# ---- hyperbus_burst_fifo_flat ----
$ cat config.mk
export PLATFORM = sky130hd
export DESIGN_NAME = hyperbus_burst_fifo_flat
export DESIGN_NICKNAME = d
export VERILOG_FILES = /design/src/rtl/hyperbus_burst_fifo_pkg.sv /design/src/rtl/hyperbus_burst_fifo_if.sv /design/src/rtl/hyperbus_burst_fifo_sync_fifo.sv /design/src/rtl/hyperbus_burst_fifo.sv /design/src/flat_wrapper.sv
export SDC_FILE = /design/constraint.sdc
export NUM_CORES = 1
export LEC_CHECK = 0
export CAP_MARGIN = 20
export CORE_MARGIN = 2
export CORE_UTILIZATION = 27
export CTS_CLUSTER_DIAMETER = 50
export DETAILED_ROUTE_END_ITERATION = 12
export HOLD_SLACK_MARGIN = 0.05
export SETUP_SLACK_MARGIN = 0.4
export SLEW_MARGIN = 5
export SYNTH_ARGS = -nofsm -noshare
export SYNTH_HDL_FRONTEND = slang
export SYNTH_SLANG_ARGS = --single-unit
$ cat constraint.sdc
create_clock -name clk -period 8.9 [get_ports clk]
set_input_delay 0.89 -clock clk [delete_from_list [all_inputs] [get_ports clk]]
set_output_delay 0.89 -clock clk [all_outputs]
set_load 0.005 [all_outputs]
$ cat src/rtl/hyperbus_burst_fifo_pkg.sv
// Shared types and helpers for the Hyperbus burst adapter.
// Latency: n/a (declarations only).
// Backpressure: n/a.
package hyperbus_burst_fifo_pkg;

   // One-hot controller states.
   typedef enum logic [3:0] {
      ST_IDLE  = 4'b0001,
      ST_WRITE = 4'b0010,
      ST_READ  = 4'b0100,
      ST_WAIT  = 4'b1000
   } state_t;

   localparam logic CMD_READ  = 1'b0;
   localparam logic CMD_WRITE = 1'b1;

   // Number of Hyperbus beats that make up one user word.
   function automatic int beats_per_word(input int fifo_w, input int hbus_w);
      return fifo_w / hbus_w;
   endfunction

   // Command FIFO entry is packed as {we, len, adr}.
   function automatic int cmd_entry_width(input int addr_w, input int len_w);
      return 1 + len_w + addr_w;
   endfunction

endpackage

$ cat src/rtl/hyperbus_burst_fifo_if.sv
// Bundle of the user command/data handshakes and the Hyperbus native signals.
// Latency: n/a (wires only).
// Backpressure: cmd/tx/rx valid-ready; Hyperbus side uses hbus_ready/hbus_valid/hbus_busy.
// Ports: master = user logic plus Hyperbus controller side, slave = the burst adapter.
interface hyperbus_burst_fifo_if #(
   parameter int FIFO_DATA_WIDTH = 32,
   parameter int HBUS_DATA_WIDTH = 16,
   parameter int HBUS_ADDR_WIDTH = 32,
   parameter int MAX_BURST_LOG2  = 4
);
   logic                       cmd_valid;
   logic                       cmd_ready;
   logic                       cmd_we;
   logic [HBUS_ADDR_WIDTH-1:0] cmd_adr;
   logic [MAX_BURST_LOG2-1:0]  cmd_len;

   logic                       tx_valid;
   logic                       tx_ready;
   logic [FIFO_DATA_WIDTH-1:0] tx_dat;

   logic                       rx_valid;
   logic                       rx_ready;
   logic [FIFO_DATA_WIDTH-1:0] rx_dat;

   logic [HBUS_ADDR_WIDTH-1:0] hbus_adr_o;
   logic [HBUS_DATA_WIDTH-1:0] hbus_dat_o;
   logic [HBUS_DATA_WIDTH-1:0] hbus_dat_i;
   logic                       hbus_rrq;
   logic                       hbus_wrq;
   logic                       hbus_ready;
   logic                       hbus_valid;
   logic                       hbus_busy;

   modport master (
      output cmd_valid, cmd_we, cmd_adr, cmd_len, tx_valid, tx_dat, rx_ready,
             hbus_dat_i, hbus_ready, hbus_valid, hbus_busy,
      input  cmd_ready, tx_ready, rx_valid, rx_dat,
             hbus_adr_o, hbus_dat_o, hbus_rrq, hbus_wrq
   );

   modport slave (
      input  cmd_valid, cmd_we, cmd_adr, cmd_len, tx_valid, tx_dat, rx_ready,
             hbus_dat_i, hbus_ready, hbus_valid, hbus_busy,
      output cmd_ready, tx_ready, rx_valid, rx_dat,
             hbus_adr_o, hbus_dat_o, hbus_rrq, hbus_wrq
   );
endinterface

$ cat src/rtl/hyperbus_burst_fifo_sync_fifo.sv
// Synchronous first-word-fall-through FIFO with an occupancy level output.
// Latency: a pushed word is visible on head the cycle after the push edge.
// Backpressure: push ignored when full, pop ignored when empty; caller derives ready/valid from level.
// Ports: clk/rst, push/push_dat, pop, head (current front word), level (0..2^DEPTH_LOG2).
module hyperbus_burst_fifo_sync_fifo #(
   parameter int WIDTH      = 32,
   parameter int DEPTH_LOG2 = 2
) (
   input  logic                  clk,
   input  logic                  rst,
   input  logic                  push,
   input  logic [WIDTH-1:0]      push_dat,
   input  logic                  pop,
   output logic [WIDTH-1:0]      head,
   output logic [DEPTH_LOG2:0]   level
);
   localparam int DEPTH = 1 << DEPTH_LOG2;

   logic [WIDTH-1:0]      mem [DEPTH];
   logic [DEPTH_LOG2-1:0] wr_ptr;
   logic [DEPTH_LOG2-1:0] rd_ptr;
   logic                  full;
   logic                  empty;
   logic                  do_push;
   logic                  do_pop;

   // Level never exceeds DEPTH, so its top bit alone means full.
   assign full    = level[DEPTH_LOG2];
   assign empty   = (level == '0);
   assign do_push = push && !full;
   assign do_pop  = pop && !empty;
   assign head    = mem[rd_ptr];

   always_ff @(posedge clk) begin
      if (rst) begin
         wr_ptr <= '0;
         rd_ptr <= '0;
         level  <= '0;
      end else begin
         if (do_push) wr_ptr <= wr_ptr + 1'b1;
         if (do_pop)  rd_ptr <= rd_ptr + 1'b1;
         case ({do_push, do_pop})
            2'b10:   level <= level + 1'b1;
            2'b01:   level <= level - 1'b1;
            default: ;
         endcase
      end
   end

   // Storage needs no reset: pointers and level define what is valid.
   always_ff @(posedge clk) begin
      if (do_push) mem[wr_ptr] <= push_dat;
   end

endmodule

$ cat src/rtl/hyperbus_burst_fifo.sv
// Burst adapter: queues user read/write commands and data, serialises words into Hyperbus beats.
// Latency: command accepted at edge N raises the request after edge N+1; read word visible after its last beat edge.
// Backpressure: cmd/tx ready = FIFO not full, rx valid = FIFO not empty; bursts start only when all data/space is present.
// Ports: clk, rst (sync, active-high), bus (slave modport carrying user handshakes and Hyperbus signals).
module hyperbus_burst_fifo
   import hyperbus_burst_fifo_pkg::*;
#(
   parameter int FIFO_DATA_WIDTH = 32,
   parameter int HBUS_DATA_WIDTH = 16,
   parameter int HBUS_ADDR_WIDTH = 32,
   parameter int DEPTH_LOG2      = 2,
   parameter int MAX_BURST_LOG2  = 4,
   parameter int MSB_FIRST       = 1
) (
   input  logic                clk,
   input  logic                rst,
   hyperbus_burst_fifo_if.slave bus
);
   localparam int BEATS  = beats_per_word(FIFO_DATA_WIDTH, HBUS_DATA_WIDTH);
   localparam int BW     = (BEATS > 1) ? $clog2(BEATS) : 1;
   localparam int CMD_W  = cmd_entry_width(HBUS_ADDR_WIDTH, MAX_BURST_LOG2);
   localparam int LVL_W  = DEPTH_LOG2 + 1;
   localparam int DEPTH  = 1 << DEPTH_LOG2;
   localparam logic [BW-1:0] LAST_BEAT = BW'(BEATS - 1);

   if ((FIFO_DATA_WIDTH % HBUS_DATA_WIDTH) != 0 || FIFO_DATA_WIDTH < HBUS_DATA_WIDTH) begin : g_bad_width
      $error("FIFO_DATA_WIDTH must be a positive multiple of HBUS_DATA_WIDTH");
   end
   if (DEPTH_LOG2 < 1 || MAX_BURST_LOG2 < 1) begin : g_bad_depth
      $error("DEPTH_LOG2 and MAX_BURST_LOG2 must be at least 1");
   end

   // A command with len+1 greater than the FIFO depth can never meet the
   // start condition and stalls the queue; callers keep bursts within depth.

   state_t                      state;
   logic                        ready_en;
   logic [HBUS_ADDR_WIDTH-1:0]  adr_q;
   logic                        wrq_q;
   logic                        rrq_q;
   logic [MAX_BURST_LOG2-1:0]   word_cnt;
   logic [BW-1:0]               beat_cnt;
   logic [FIFO_DATA_WIDTH-1:0]  asm_q;
   logic [FIFO_DATA_WIDTH-1:0]  asm_next;
   logic [FIFO_DATA_WIDTH-1:0]  dat_i_ext;

   logic [CMD_W-1:0]            cmd_head;
   logic [LVL_W-1:0]            cmd_level;
   logic [FIFO_DATA_WIDTH-1:0]  tx_head;
   logic [LVL_W-1:0]            tx_level;
   logic [LVL_W-1:0]            rx_level;

   logic                        head_we;
   logic [MAX_BURST_LOG2-1:0]   head_len;
   logic [HBUS_ADDR_WIDTH-1:0]  head_adr;
   logic [31:0]                 need;
   logic [31:0]                 rx_free;
   logic                        start;
   logic                        tx_pop;
   logic                        rx_push;
   logic [BW-1:0]               slice_idx;

   assign {head_we, head_len, head_adr} = cmd_head;

   // ready_en holds user ready low through reset and rises one cycle after it.
   assign bus.cmd_ready = ready_en && (cmd_level != LVL_W'(DEPTH));
   assign bus.tx_ready  = ready_en && (tx_level != LVL_W'(DEPTH));
   assign bus.rx_valid  = (rx_level != '0);

   assign need    = 32'(head_len) + 32'd1;
   assign rx_free = 32'(DEPTH) - 32'(rx_level);
   assign start   = (state == ST_IDLE) && (cmd_level != '0) && !bus.hbus_busy &&
                    ((head_we == CMD_WRITE) ? (32'(tx_level) >= need) : (rx_free >= need));

   assign tx_pop  = (state == ST_WRITE) && bus.hbus_ready && (beat_cnt == '0);
   assign rx_push = (state == ST_READ)  && bus.hbus_valid && (beat_cnt == '0);

   // beat_cnt counts down, so MSB-first emits the top slice first.
   assign slice_idx      = (MSB_FIRST != 0) ? beat_cnt : (LAST_BEAT - beat_cnt);
   assign bus.hbus_dat_o = (state == ST_WRITE) ?
                           HBUS_DATA_WIDTH'(tx_head >> (HBUS_DATA_WIDTH * int'(slice_idx))) : '0;

   // After BEATS shifts every stale bit of asm_q has been pushed out, so no clear between words.
   assign dat_i_ext = FIFO_DATA_WIDTH'(bus.hbus_dat_i);
   assign asm_next  = (MSB_FIRST != 0) ?
                      ((asm_q << HBUS_DATA_WIDTH) | dat_i_ext) :
                      ((asm_q >> HBUS_DATA_WIDTH) | (dat_i_ext << (FIFO_DATA_WIDTH - HBUS_DATA_WIDTH)));

   assign bus.hbus_adr_o = adr_q;
   assign bus.hbus_wrq   = wrq_q;
   assign bus.hbus_rrq   = rrq_q;

   hyperbus_burst_fifo_sync_fifo #(.WIDTH(CMD_W), .DEPTH_LOG2(DEPTH_LOG2)) u_cmd_fifo (
      .clk      (clk),
      .rst      (rst),
      .push     (bus.cmd_valid && bus.cmd_ready),
      .push_dat ({bus.cmd_we, bus.cmd_len, bus.cmd_adr}),
      .pop      (start),
      .head     (cmd_head),
      .level    (cmd_level)
   );

   hyperbus_burst_fifo_sync_fifo #(.WIDTH(FIFO_DATA_WIDTH), .DEPTH_LOG2(DEPTH_LOG2)) u_tx_fifo (
      .clk      (clk),
      .rst      (rst),
      .push     (bus.tx_valid && bus.tx_ready),
      .push_dat (bus.tx_dat),
      .pop      (tx_pop),
      .head     (tx_head),
      .level    (tx_level)
   );

   hyperbus_burst_fifo_sync_fifo #(.WIDTH(FIFO_DATA_WIDTH), .DEPTH_LOG2(DEPTH_LOG2)) u_rx_fifo (
      .clk      (clk),
      .rst      (rst),
      .push     (rx_push),
      .push_dat (asm_next),
      .pop      (bus.rx_ready && bus.rx_valid),
      .head     (bus.rx_dat),
      .level    (rx_level)
   );

   always_ff @(posedge clk) begin
      if (rst) begin
         state    <= ST_IDLE;
         ready_en <= 1'b0;
         adr_q    <= '0;
         wrq_q    <= 1'b0;
         rrq_q    <= 1'b0;
         word_cnt <= '0;
         beat_cnt <= '0;
         asm_q    <= '0;
      end else begin
         ready_en <= 1'b1;
         unique case (state)
            ST_IDLE: begin
               if (start) begin
                  adr_q    <= head_adr;
                  word_cnt <= head_len;
                  beat_cnt <= LAST_BEAT;
                  if (head_we == CMD_WRITE) begin
                     wrq_q <= 1'b1;
                     state <= ST_WRITE;
                  end else begin
                     rrq_q <= 1'b1;
                     state <= ST_READ;
                  end
               end
            end
            ST_WRITE: begin
               if (bus.hbus_ready) begin
                  if (beat_cnt == '0) begin
                     if (word_cnt == '0) begin
                        wrq_q <= 1'b0;
                        state <= ST_WAIT;
                     end else begin
                        word_cnt <= word_cnt - 1'b1;
                        beat_cnt <= LAST_BEAT;
                     end
                  end else begin
                     beat_cnt <= beat_cnt - 1'b1;
                  end
               end
            end
            ST_READ: begin
               if (bus.hbus_valid) begin
                  asm_q <= asm_next;
                  if (beat_cnt == '0) begin
                     if (word_cnt == '0) begin
                        rrq_q <= 1'b0;
                        state <= ST_WAIT;
                     end else begin
                        word_cnt <= word_cnt - 1'b1;
                        beat_cnt <= LAST_BEAT;
                     end
                  end else begin
                     beat_cnt <= beat_cnt - 1'b1;
                  end
               end
            end
            ST_WAIT: begin
               if (!bus.hbus_busy) state <= ST_IDLE;
            end
            default: state <= ST_IDLE;
         endcase
      end
   end

endmodule
$ cat src/flat_wrapper.sv
// flat-port wrapper written by rule: the top's interface ports become plain ports
module hyperbus_burst_fifo_flat import hyperbus_burst_fifo_pkg::*;
#(
   parameter int FIFO_DATA_WIDTH = 32,
   parameter int HBUS_DATA_WIDTH = 16,
   parameter int HBUS_ADDR_WIDTH = 32,
   parameter int DEPTH_LOG2      = 2,
   parameter int MAX_BURST_LOG2  = 4,
   parameter int MSB_FIRST       = 1
)
  (clk, rst, bus_cmd_valid, bus_cmd_we, bus_cmd_adr, bus_cmd_len, bus_tx_valid, bus_tx_dat, bus_rx_ready, bus_hbus_dat_i, bus_hbus_ready, bus_hbus_valid, bus_hbus_busy, bus_cmd_ready, bus_tx_ready, bus_rx_valid, bus_rx_dat, bus_hbus_adr_o, bus_hbus_dat_o, bus_hbus_rrq, bus_hbus_wrq);
  hyperbus_burst_fifo_if #(.FIFO_DATA_WIDTH(FIFO_DATA_WIDTH), .HBUS_DATA_WIDTH(HBUS_DATA_WIDTH), .HBUS_ADDR_WIDTH(HBUS_ADDR_WIDTH), .MAX_BURST_LOG2(MAX_BURST_LOG2)) bus_i ();
  input  logic clk;
  input  logic rst;
  input wire logic [$bits(bus_i.cmd_valid)-1:0] bus_cmd_valid;
  input wire logic [$bits(bus_i.cmd_we)-1:0] bus_cmd_we;
  input wire logic [$bits(bus_i.cmd_adr)-1:0] bus_cmd_adr;
  input wire logic [$bits(bus_i.cmd_len)-1:0] bus_cmd_len;
  input wire logic [$bits(bus_i.tx_valid)-1:0] bus_tx_valid;
  input wire logic [$bits(bus_i.tx_dat)-1:0] bus_tx_dat;
  input wire logic [$bits(bus_i.rx_ready)-1:0] bus_rx_ready;
  input wire logic [$bits(bus_i.hbus_dat_i)-1:0] bus_hbus_dat_i;
  input wire logic [$bits(bus_i.hbus_ready)-1:0] bus_hbus_ready;
  input wire logic [$bits(bus_i.hbus_valid)-1:0] bus_hbus_valid;
  input wire logic [$bits(bus_i.hbus_busy)-1:0] bus_hbus_busy;
  output wire logic [$bits(bus_i.cmd_ready)-1:0] bus_cmd_ready;
  output wire logic [$bits(bus_i.tx_ready)-1:0] bus_tx_ready;
  output wire logic [$bits(bus_i.rx_valid)-1:0] bus_rx_valid;
  output wire logic [$bits(bus_i.rx_dat)-1:0] bus_rx_dat;
  output wire logic [$bits(bus_i.hbus_adr_o)-1:0] bus_hbus_adr_o;
  output wire logic [$bits(bus_i.hbus_dat_o)-1:0] bus_hbus_dat_o;
  output wire logic [$bits(bus_i.hbus_rrq)-1:0] bus_hbus_rrq;
  output wire logic [$bits(bus_i.hbus_wrq)-1:0] bus_hbus_wrq;
  assign bus_i.cmd_valid = bus_cmd_valid;
  assign bus_i.cmd_we = bus_cmd_we;
  assign bus_i.cmd_adr = bus_cmd_adr;
  assign bus_i.cmd_len = bus_cmd_len;
  assign bus_i.tx_valid = bus_tx_valid;
  assign bus_i.tx_dat = bus_tx_dat;
  assign bus_i.rx_ready = bus_rx_ready;
  assign bus_i.hbus_dat_i = bus_hbus_dat_i;
  assign bus_i.hbus_ready = bus_hbus_ready;
  assign bus_i.hbus_valid = bus_hbus_valid;
  assign bus_i.hbus_busy = bus_hbus_busy;
  assign bus_cmd_ready = bus_i.cmd_ready;
  assign bus_tx_ready = bus_i.tx_ready;
  assign bus_rx_valid = bus_i.rx_valid;
  assign bus_rx_dat = bus_i.rx_dat;
  assign bus_hbus_adr_o = bus_i.hbus_adr_o;
  assign bus_hbus_dat_o = bus_i.hbus_dat_o;
  assign bus_hbus_rrq = bus_i.hbus_rrq;
  assign bus_hbus_wrq = bus_i.hbus_wrq;
  hyperbus_burst_fifo #(.FIFO_DATA_WIDTH(FIFO_DATA_WIDTH), .HBUS_DATA_WIDTH(HBUS_DATA_WIDTH), .HBUS_ADDR_WIDTH(HBUS_ADDR_WIDTH), .DEPTH_LOG2(DEPTH_LOG2), .MAX_BURST_LOG2(MAX_BURST_LOG2), .MSB_FIRST(MSB_FIRST)) u_core (.clk(clk), .rst(rst), .bus(bus_i));
endmodule
# ---- vec_vset_issue ----
**config.mk**
```make
export PLATFORM = sky130hd
export DESIGN_NAME = vec_vset_issue
export DESIGN_NICKNAME = d
export VERILOG_FILES = /design/src/rtl/vec_vset_issue.sv
export SDC_FILE = /design/constraint.sdc
export NUM_CORES = 1
export LEC_CHECK = 0
export ABC_AREA = 1
export CAP_MARGIN = 10
export CORE_ASPECT_RATIO = 0.6
export CORE_MARGIN = 10
export CORE_UTILIZATION = 50
export CTS_CLUSTER_DIAMETER = 50
export DETAILED_ROUTE_END_ITERATION = 8
export PLACE_DENSITY = 0.89
export SYNTH_ARGS = -nofsm -noshare
export SYNTH_HDL_FRONTEND = slang
export SYNTH_SLANG_ARGS = --single-unit
```
**constraint.sdc**
```tcl
create_clock -name clk -period 2.9 [get_ports clk]
set_input_delay 0.435 -clock clk [delete_from_list [all_inputs] [get_ports clk]]
set_output_delay 0.435 -clock clk [all_outputs]
set_load 0.1 [all_outputs]
```
**src/rtl/vec_vset_issue.sv**
```systemverilog
// Issue side of the vector CSR configuration path: decodes vsetvli/vsetivli/vsetvl,
// computes the new vl/vtype, writes the CSR file and returns vl to the scalar core.
module vec_vset_issue #(
   parameter int unsigned XLEN         = 32,
   parameter int unsigned VLEN         = 512,
   parameter int unsigned DONE_TIMEOUT = 15
) (
   input  logic            clk,
   input  logic            n_rst,
   input  logic            inst_valid,
   output logic            inst_ready,
   input  logic [XLEN-1:0] inst,
   input  logic [XLEN-1:0] rs1_data,
   input  logic [XLEN-1:0] rs2_data,
   input  logic [XLEN-1:0] cur_vl,
   output logic            csrwr_en,
   output logic [XLEN-1:0] scalar1,
   output logic [XLEN-1:0] scalar2,
   input  logic            csr_done,
   output logic            resp_valid,
   input  logic            resp_ready,
   output logic [4:0]      rd_addr,
   output logic [XLEN-1:0] rd_data,
   output logic            resp_illegal,
   output logic            resp_timeout
);

   localparam int unsigned CNT_W = $clog2(DONE_TIMEOUT + 1);

   typedef enum logic [2:0] {IDLE, CALC, WRITE, WAIT_DONE, RESP} state_t;

   state_t            state_q, state_d;
   logic [CNT_W-1:0]  cnt_q, cnt_d;
   logic [XLEN-1:0]   inst_q, rs1_q, rs2_q, cur_vl_q;
   logic [XLEN-1:0]   vl_q, vl_d;
   logic [7:0]        vtype_q, vtype_d;
   logic              illegal_q, illegal_d;

   logic              inst_ready_d, csrwr_en_d, resp_valid_d, resp_illegal_d, resp_timeout_d;
   logic [XLEN-1:0]   scalar1_d, scalar2_d, rd_data_d;
   logic [4:0]        rd_addr_d;

   // Decode of the captured instruction
   logic              is_vli_c, is_vi_c, is_vl_c, is_vset_c, vtype_ok_c;
   logic [XLEN-1:0]   vtype_raw_c, vlmax_c, avl_c, new_vl_c;
   logic [2:0]        sew_sh_c;

   always_comb begin
      is_vli_c  = (inst_q[31] == 1'b0);
      is_vi_c   = (inst_q[31:30] == 2'b11);
      is_vl_c   = (inst_q[31:25] == 7'b1000000);
      is_vset_c = (inst_q[6:0] == 7'h57) && (inst_q[14:12] == 3'b111)
                  && (is_vli_c || is_vi_c || is_vl_c);

      if (is_vli_c)
         vtype_raw_c = XLEN'(inst_q[30:20]);
      else if (is_vi_c)
         vtype_raw_c = XLEN'(inst_q[29:20]);
      else
         vtype_raw_c = rs2_q;

      vtype_ok_c = ((vtype_raw_c >> 8) == '0) && !vtype_raw_c[2] && (vtype_raw_c[5:3] <= 3'b011);

      // vlmax = VLEN / (8 << vsew) * (1 << vlmul); only meaningful for a legal vtype
      sew_sh_c = 3'd3 + {1'b0, vtype_raw_c[4:3]};
      vlmax_c  = (XLEN'(VLEN) >> sew_sh_c) << vtype_raw_c[1:0];

      if (is_vi_c)
         avl_c = XLEN'(inst_q[19:15]);
      else if (inst_q[19:15] != 5'd0)
         avl_c = rs1_q;
      else if (inst_q[11:7] != 5'd0)
         avl_c = vlmax_c;
      else
         avl_c = cur_vl_q;

      new_vl_c = (avl_c < vlmax_c) ? avl_c : vlmax_c;
   end

   // Next-state and registered-output values
   always_comb begin
      state_d        = state_q;
      cnt_d          = cnt_q;
      vl_d           = vl_q;
      vtype_d        = vtype_q;
      illegal_d      = illegal_q;
      csrwr_en_d     = 1'b0;
      scalar1_d      = scalar1;
      scalar2_d      = scalar2;
      resp_valid_d   = resp_valid;
      rd_addr_d      = rd_addr;
      rd_data_d      = rd_data;
      resp_illegal_d = resp_illegal;
      resp_timeout_d = resp_timeout;

      case (state_q)
         IDLE: begin
            if (inst_valid) state_d = CALC;
         end
         CALC: begin
            if (!is_vset_c) begin
               vl_d           = '0;
               vtype_d        = '0;
               illegal_d      = 1'b1;
               resp_valid_d   = 1'b1;
               rd_addr_d      = inst_q[11:7];
               rd_data_d      = '0;
               resp_illegal_d = 1'b1;
               resp_timeout_d = 1'b0;
               state_d        = RESP;
            end else begin
               // An illegal vtype still reaches the CSR file, as vl=0/vtype=0
               vl_d       = vtype_ok_c ? new_vl_c : '0;
               vtype_d    = vtype_ok_c ? vtype_raw_c[7:0] : 8'd0;
               illegal_d  = !vtype_ok_c;
               csrwr_en_d = 1'b1;
               scalar1_d  = vl_d;
               scalar2_d  = XLEN'(vtype_d);
               state_d    = WRITE;
            end
         end
         WRITE: begin
            cnt_d   = '0;
            state_d = WAIT_DONE;
         end
         WAIT_DONE: begin
            if (csr_done || (cnt_q == CNT_W'(DONE_TIMEOUT - 1))) begin
               resp_valid_d   = 1'b1;
               rd_addr_d      = inst_q[11:7];
               rd_data_d      = vl_q;
               resp_illegal_d = illegal_q;
               resp_timeout_d = !csr_done;
               state_d        = RESP;
            end else begin
               cnt_d = cnt_q + CNT_W'(1);
            end
         end
         RESP: begin
            if (resp_ready) begin
               resp_valid_d   = 1'b0;
               resp_illegal_d = 1'b0;
               resp_timeout_d = 1'b0;
               state_d        = IDLE;
            end
         end
         default: state_d = IDLE;
      endcase

      inst_ready_d = (state_d == IDLE);
   end

   always_ff @(posedge clk) begin
      if (!n_rst) begin
         state_q      <= IDLE;
         cnt_q        <= '0;
         inst_q       <= '0;
         rs1_q        <= '0;
         rs2_q        <= '0;
         cur_vl_q     <= '0;
         vl_q         <= '0;
         vtype_q      <= '0;
         illegal_q    <= 1'b0;
         inst_ready   <= 1'b1;
         csrwr_en     <= 1'b0;
         scalar1      <= '0;
         scalar2      <= '0;
         resp_valid   <= 1'b0;
         rd_addr      <= '0;
         rd_data      <= '0;
         resp_illegal <= 1'b0;
         resp_timeout <= 1'b0;
      end else begin
         if (state_q == IDLE && inst_valid) begin
            inst_q   <= inst;
            rs1_q    <= rs1_data;
            rs2_q    <= rs2_data;
            cur_vl_q <= cur_vl;
         end
         state_q      <= state_d;
         cnt_q        <= cnt_d;
         vl_q         <= vl_d;
         vtype_q      <= vtype_d;
         illegal_q    <= illegal_d;
         inst_ready   <= inst_ready_d;
         csrwr_en     <= csrwr_en_d;
         scalar1      <= scalar1_d;
         scalar2      <= scalar2_d;
         resp_valid   <= resp_valid_d;
         rd_addr      <= rd_addr_d;
         rd_data      <= rd_data_d;
         resp_illegal <= resp_illegal_d;
         resp_timeout <= resp_timeout_d;
      end
   end

endmodule

```

==> notes/layouts.md <==
Pictures saved along the way, in no particular order.

Selected gate families.
Drawn at 2 px/um.
picture 1
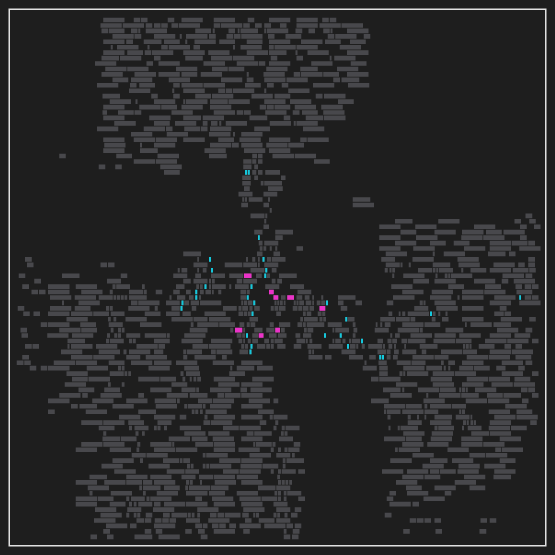
picture 2
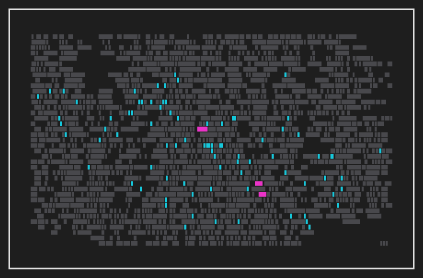
vec_vset_issue -> picture 2
hyperbus_burst_fifo_flat -> picture 1
The one with the largest die is picture 1.

Key to picture 2:
inv cells: marked cyan, cells 79. non-inverting ao/oa cells: marked magenta, cells 3.

### Metal 2, vec_vset_issue

Drawn at 1.5 px/um. Cells faint in the background.
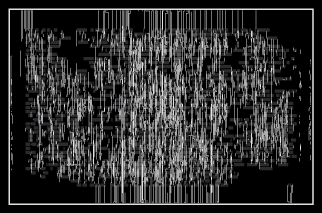
1353 nets have wire on it. The layer holds 44% of the routed length. The longest straight run is 51.3 um. The wires run mostly vertical. The layer carries 12900 um of wire.
via count: 9328
met2 Resource Use GR: 0.320
wirelength, routed: 29300 um

==> impl_metrics.py, vec_vset_issue <==
# Synthesis and PnR figures
metrics = {
    "status": {
        "run_status": "finished clean",
    },
    "min_path": {
        "hold_start": "scalar1[21]$_SDFFE_PN0P_",
        "whs_path_depth": 2,
    },
    "place": {
        "dp_slack_ns": -0.0423,
    },
    "timing": {
        "setup_violations": 0,
        "hold_viol": 0,
        "layout_setup_ws_ns": 0.0605,
    },
    "grt": {
        "overflow": 0,
    },
    "clock_network": {
        "cts-resized-gates": 2,
        "cts.sinks": 250,
    },
    "setup_path": {
        "cp.arrival_ns": 3.27,
        "max_stage_delay_ns": 0.32,
        "worst-path-stages": 22,
        "cp-startpoint": "inst_q[30]$_SDFFE_PN0P_",
        "worst_path_max_delay_cell": "dfxtp_1",
    },
    "power": {
        "clockPowerShare": 0.355,
        "p_comb_mw": 1.64,
        "peakVddDrop_v": 0.000437,
    },
    "drt": {
        "drcViolationCount": 0,
        "first_pass_iters": 5,
        "ant_nets": 0,
    },
    "synth": {
        "syn_area_um2": 9890,
        "synth_area_per_cell_um2": 7.40,
    },
    "die": {
        "coreArea_um2": 19200,
        "fp_util": 0.514,
        "rows": 39,
        "die_width_um": 202,
    },
}
vec_vset_issue: tightest hold or removal path, delay by kind of cell (launching register included):
kind / cells / cell delay (ns)
DFF: 1 / 0.31
and+or+nand+nor: 2 / 0.10
vec_vset_issue: metrics by stage:
step	setup TNS (ns)	power (mW)	utilization	area, um^2	instances
final	0	8.33	0.679	13100	1813
after global routing	-2.56	8.70	0.679	13100	1812
after CTS	0	8.20	0.662	12700	1803
after detailed placement	-0.168	5.26	0.624	12000	1764
after global placement	0	5.23	0.624	12000	1764
after floorplan	0	4.81	-	9980	1360
vec_vset_issue: kinds of logic after synthesis:
kind of cell / after synthesis / synth area share
AND/OR/NAND/NOR: 600 / 0.249
AND-OR/OR-AND: 295 / 0.154
flip-flops: 250 / 0.506
adder cells (fa/ha/maj): 8 / 0.0101
buffers and inverters: 183 / 0.0812
other: 1 / 0.000379
vec_vset_issue: area by class of cell:
type                    instances  area (um^2)
fillers                      1622         6160
flip-flops and latches        250         5010
multi-input cells             928         4450
repair buffers                250         2240
clock buffers                  28          604
well taps                     266          333
inverters                      79          305
clock inverters                11          115
diodes                          1         2.50
### Metal 2, hyperbus_burst_fifo_flat

Drawn at 1 px/um. Cells faint in the background.
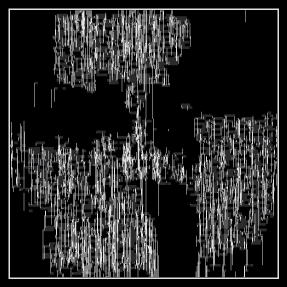
The layer carries 20.3 mm of wire. The wires run mostly vertical. The layer holds 49% of the routed length.
via count: 9938
met2 Resource Use GR: 0.193
wirelength, routed: 41500 um

==> impl_metrics.py, hyperbus_burst_fifo_flat <==
# Synthesis and PnR figures
metrics = {
    "status": {
        "run_status": "finished clean",
    },
    "place": {
        "io_buffers": 177,
        "place_congestion": 0.706,
    },
    "die": {
        "rows": 96,
    },
    "synth": {
        "enable_flop_cells": 404,
        "yosysCellCount": 1045,
        "xor_area_frac": 0.00701,
        "syn_inst": 1045,
        "fp_nets": 1164,
        "top_area_frac": 0.647,
        "ys_area_um2": 18700,
        "synth_area_per_cell_um2": 17.9,
        "synthMostInstantiatedCell": "edfxtp_1",
        "synthTopCellsByArea": "edfxtp_1, mux4_2, dfxtp_1, a21oi_1, ha_1",
        "postSynthSeqShare": 0.740,
    },
    "timing": {
        "slew_headroom": 0.292,
        "fin_crit_sh": 0.484,
    },
    "min_path": {
        "hp-class": "reg2reg",
    },
    "grt": {
        "grt_pass1_wl_um": 62700,
        "grt_start_max_net_pins": 44,
    },
    "clock_network": {
        "cts_buffers": 57,
        "clockBufferDepth": 3,
        "clk_pin_slew_ns": 0.06,
    },
    "setup_path": {
        "crit_type": "reg2reg",
        "path_buffers": 2,
    },
    "final_layout": {
        "synthToLayoutAreaGrowth_pct": 26.0,
        "final_cell_mix": "edfxtp_1, clkdlybuf4s50_1, mux4_2",
    },
}
hyperbus_burst_fifo_flat: report_power, final:
group	total (mW)	leakage [nW]	switching [mW]	internal, mW
Clock	2.32	0.934	0.961	1.36
Sequential	2.53	4.52	0.0133	2.52
Combinational	0.229	2.01	0.130	0.0993
hyperbus_burst_fifo_flat: final timing paths:
check,end,slack [ns],cells past startpoint
worst max register to register,u_core.u_cmd_fifo.level[2]$_SDFFE_PP0P_,4.59,13
worst min-delay path,u_core.u_rx_fifo.mem[3][25]$_DFFE_PP_,0.45,0
worst max-delay path,u_core.u_cmd_fifo.level[2]$_SDFFE_PP0P_,4.59,13
worst min register to register,u_core.u_rx_fifo.mem[3][25]$_DFFE_PP_,0.45,0
hyperbus_burst_fifo_flat: layout make-up:
cell class              count  area, um^2
clock inverters            31         389
repair buffers            199        1960
inverters                  30         113
clock buffers              75        1540
well taps                 931        1160
flip-flops and latches    491       13900
fillers                  6595       45100
diodes                      2        5.00
multi-input cells         471        4560


==> screenshots <==
Drive-strength map.
Drawn at 2 px/um.
panel A
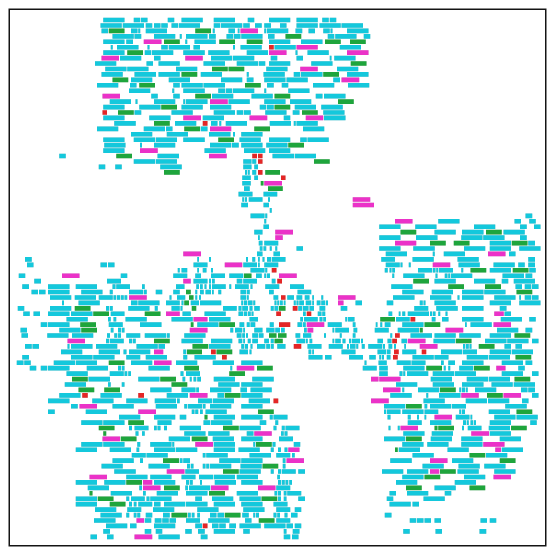
panel B
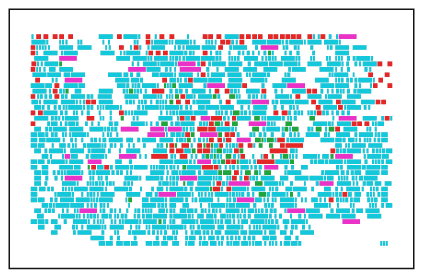
Panel B is vec_vset_issue.
Panel A is hyperbus_burst_fifo_flat.

Power figures rest on the tool's default switching activity, not on a simulated workload.
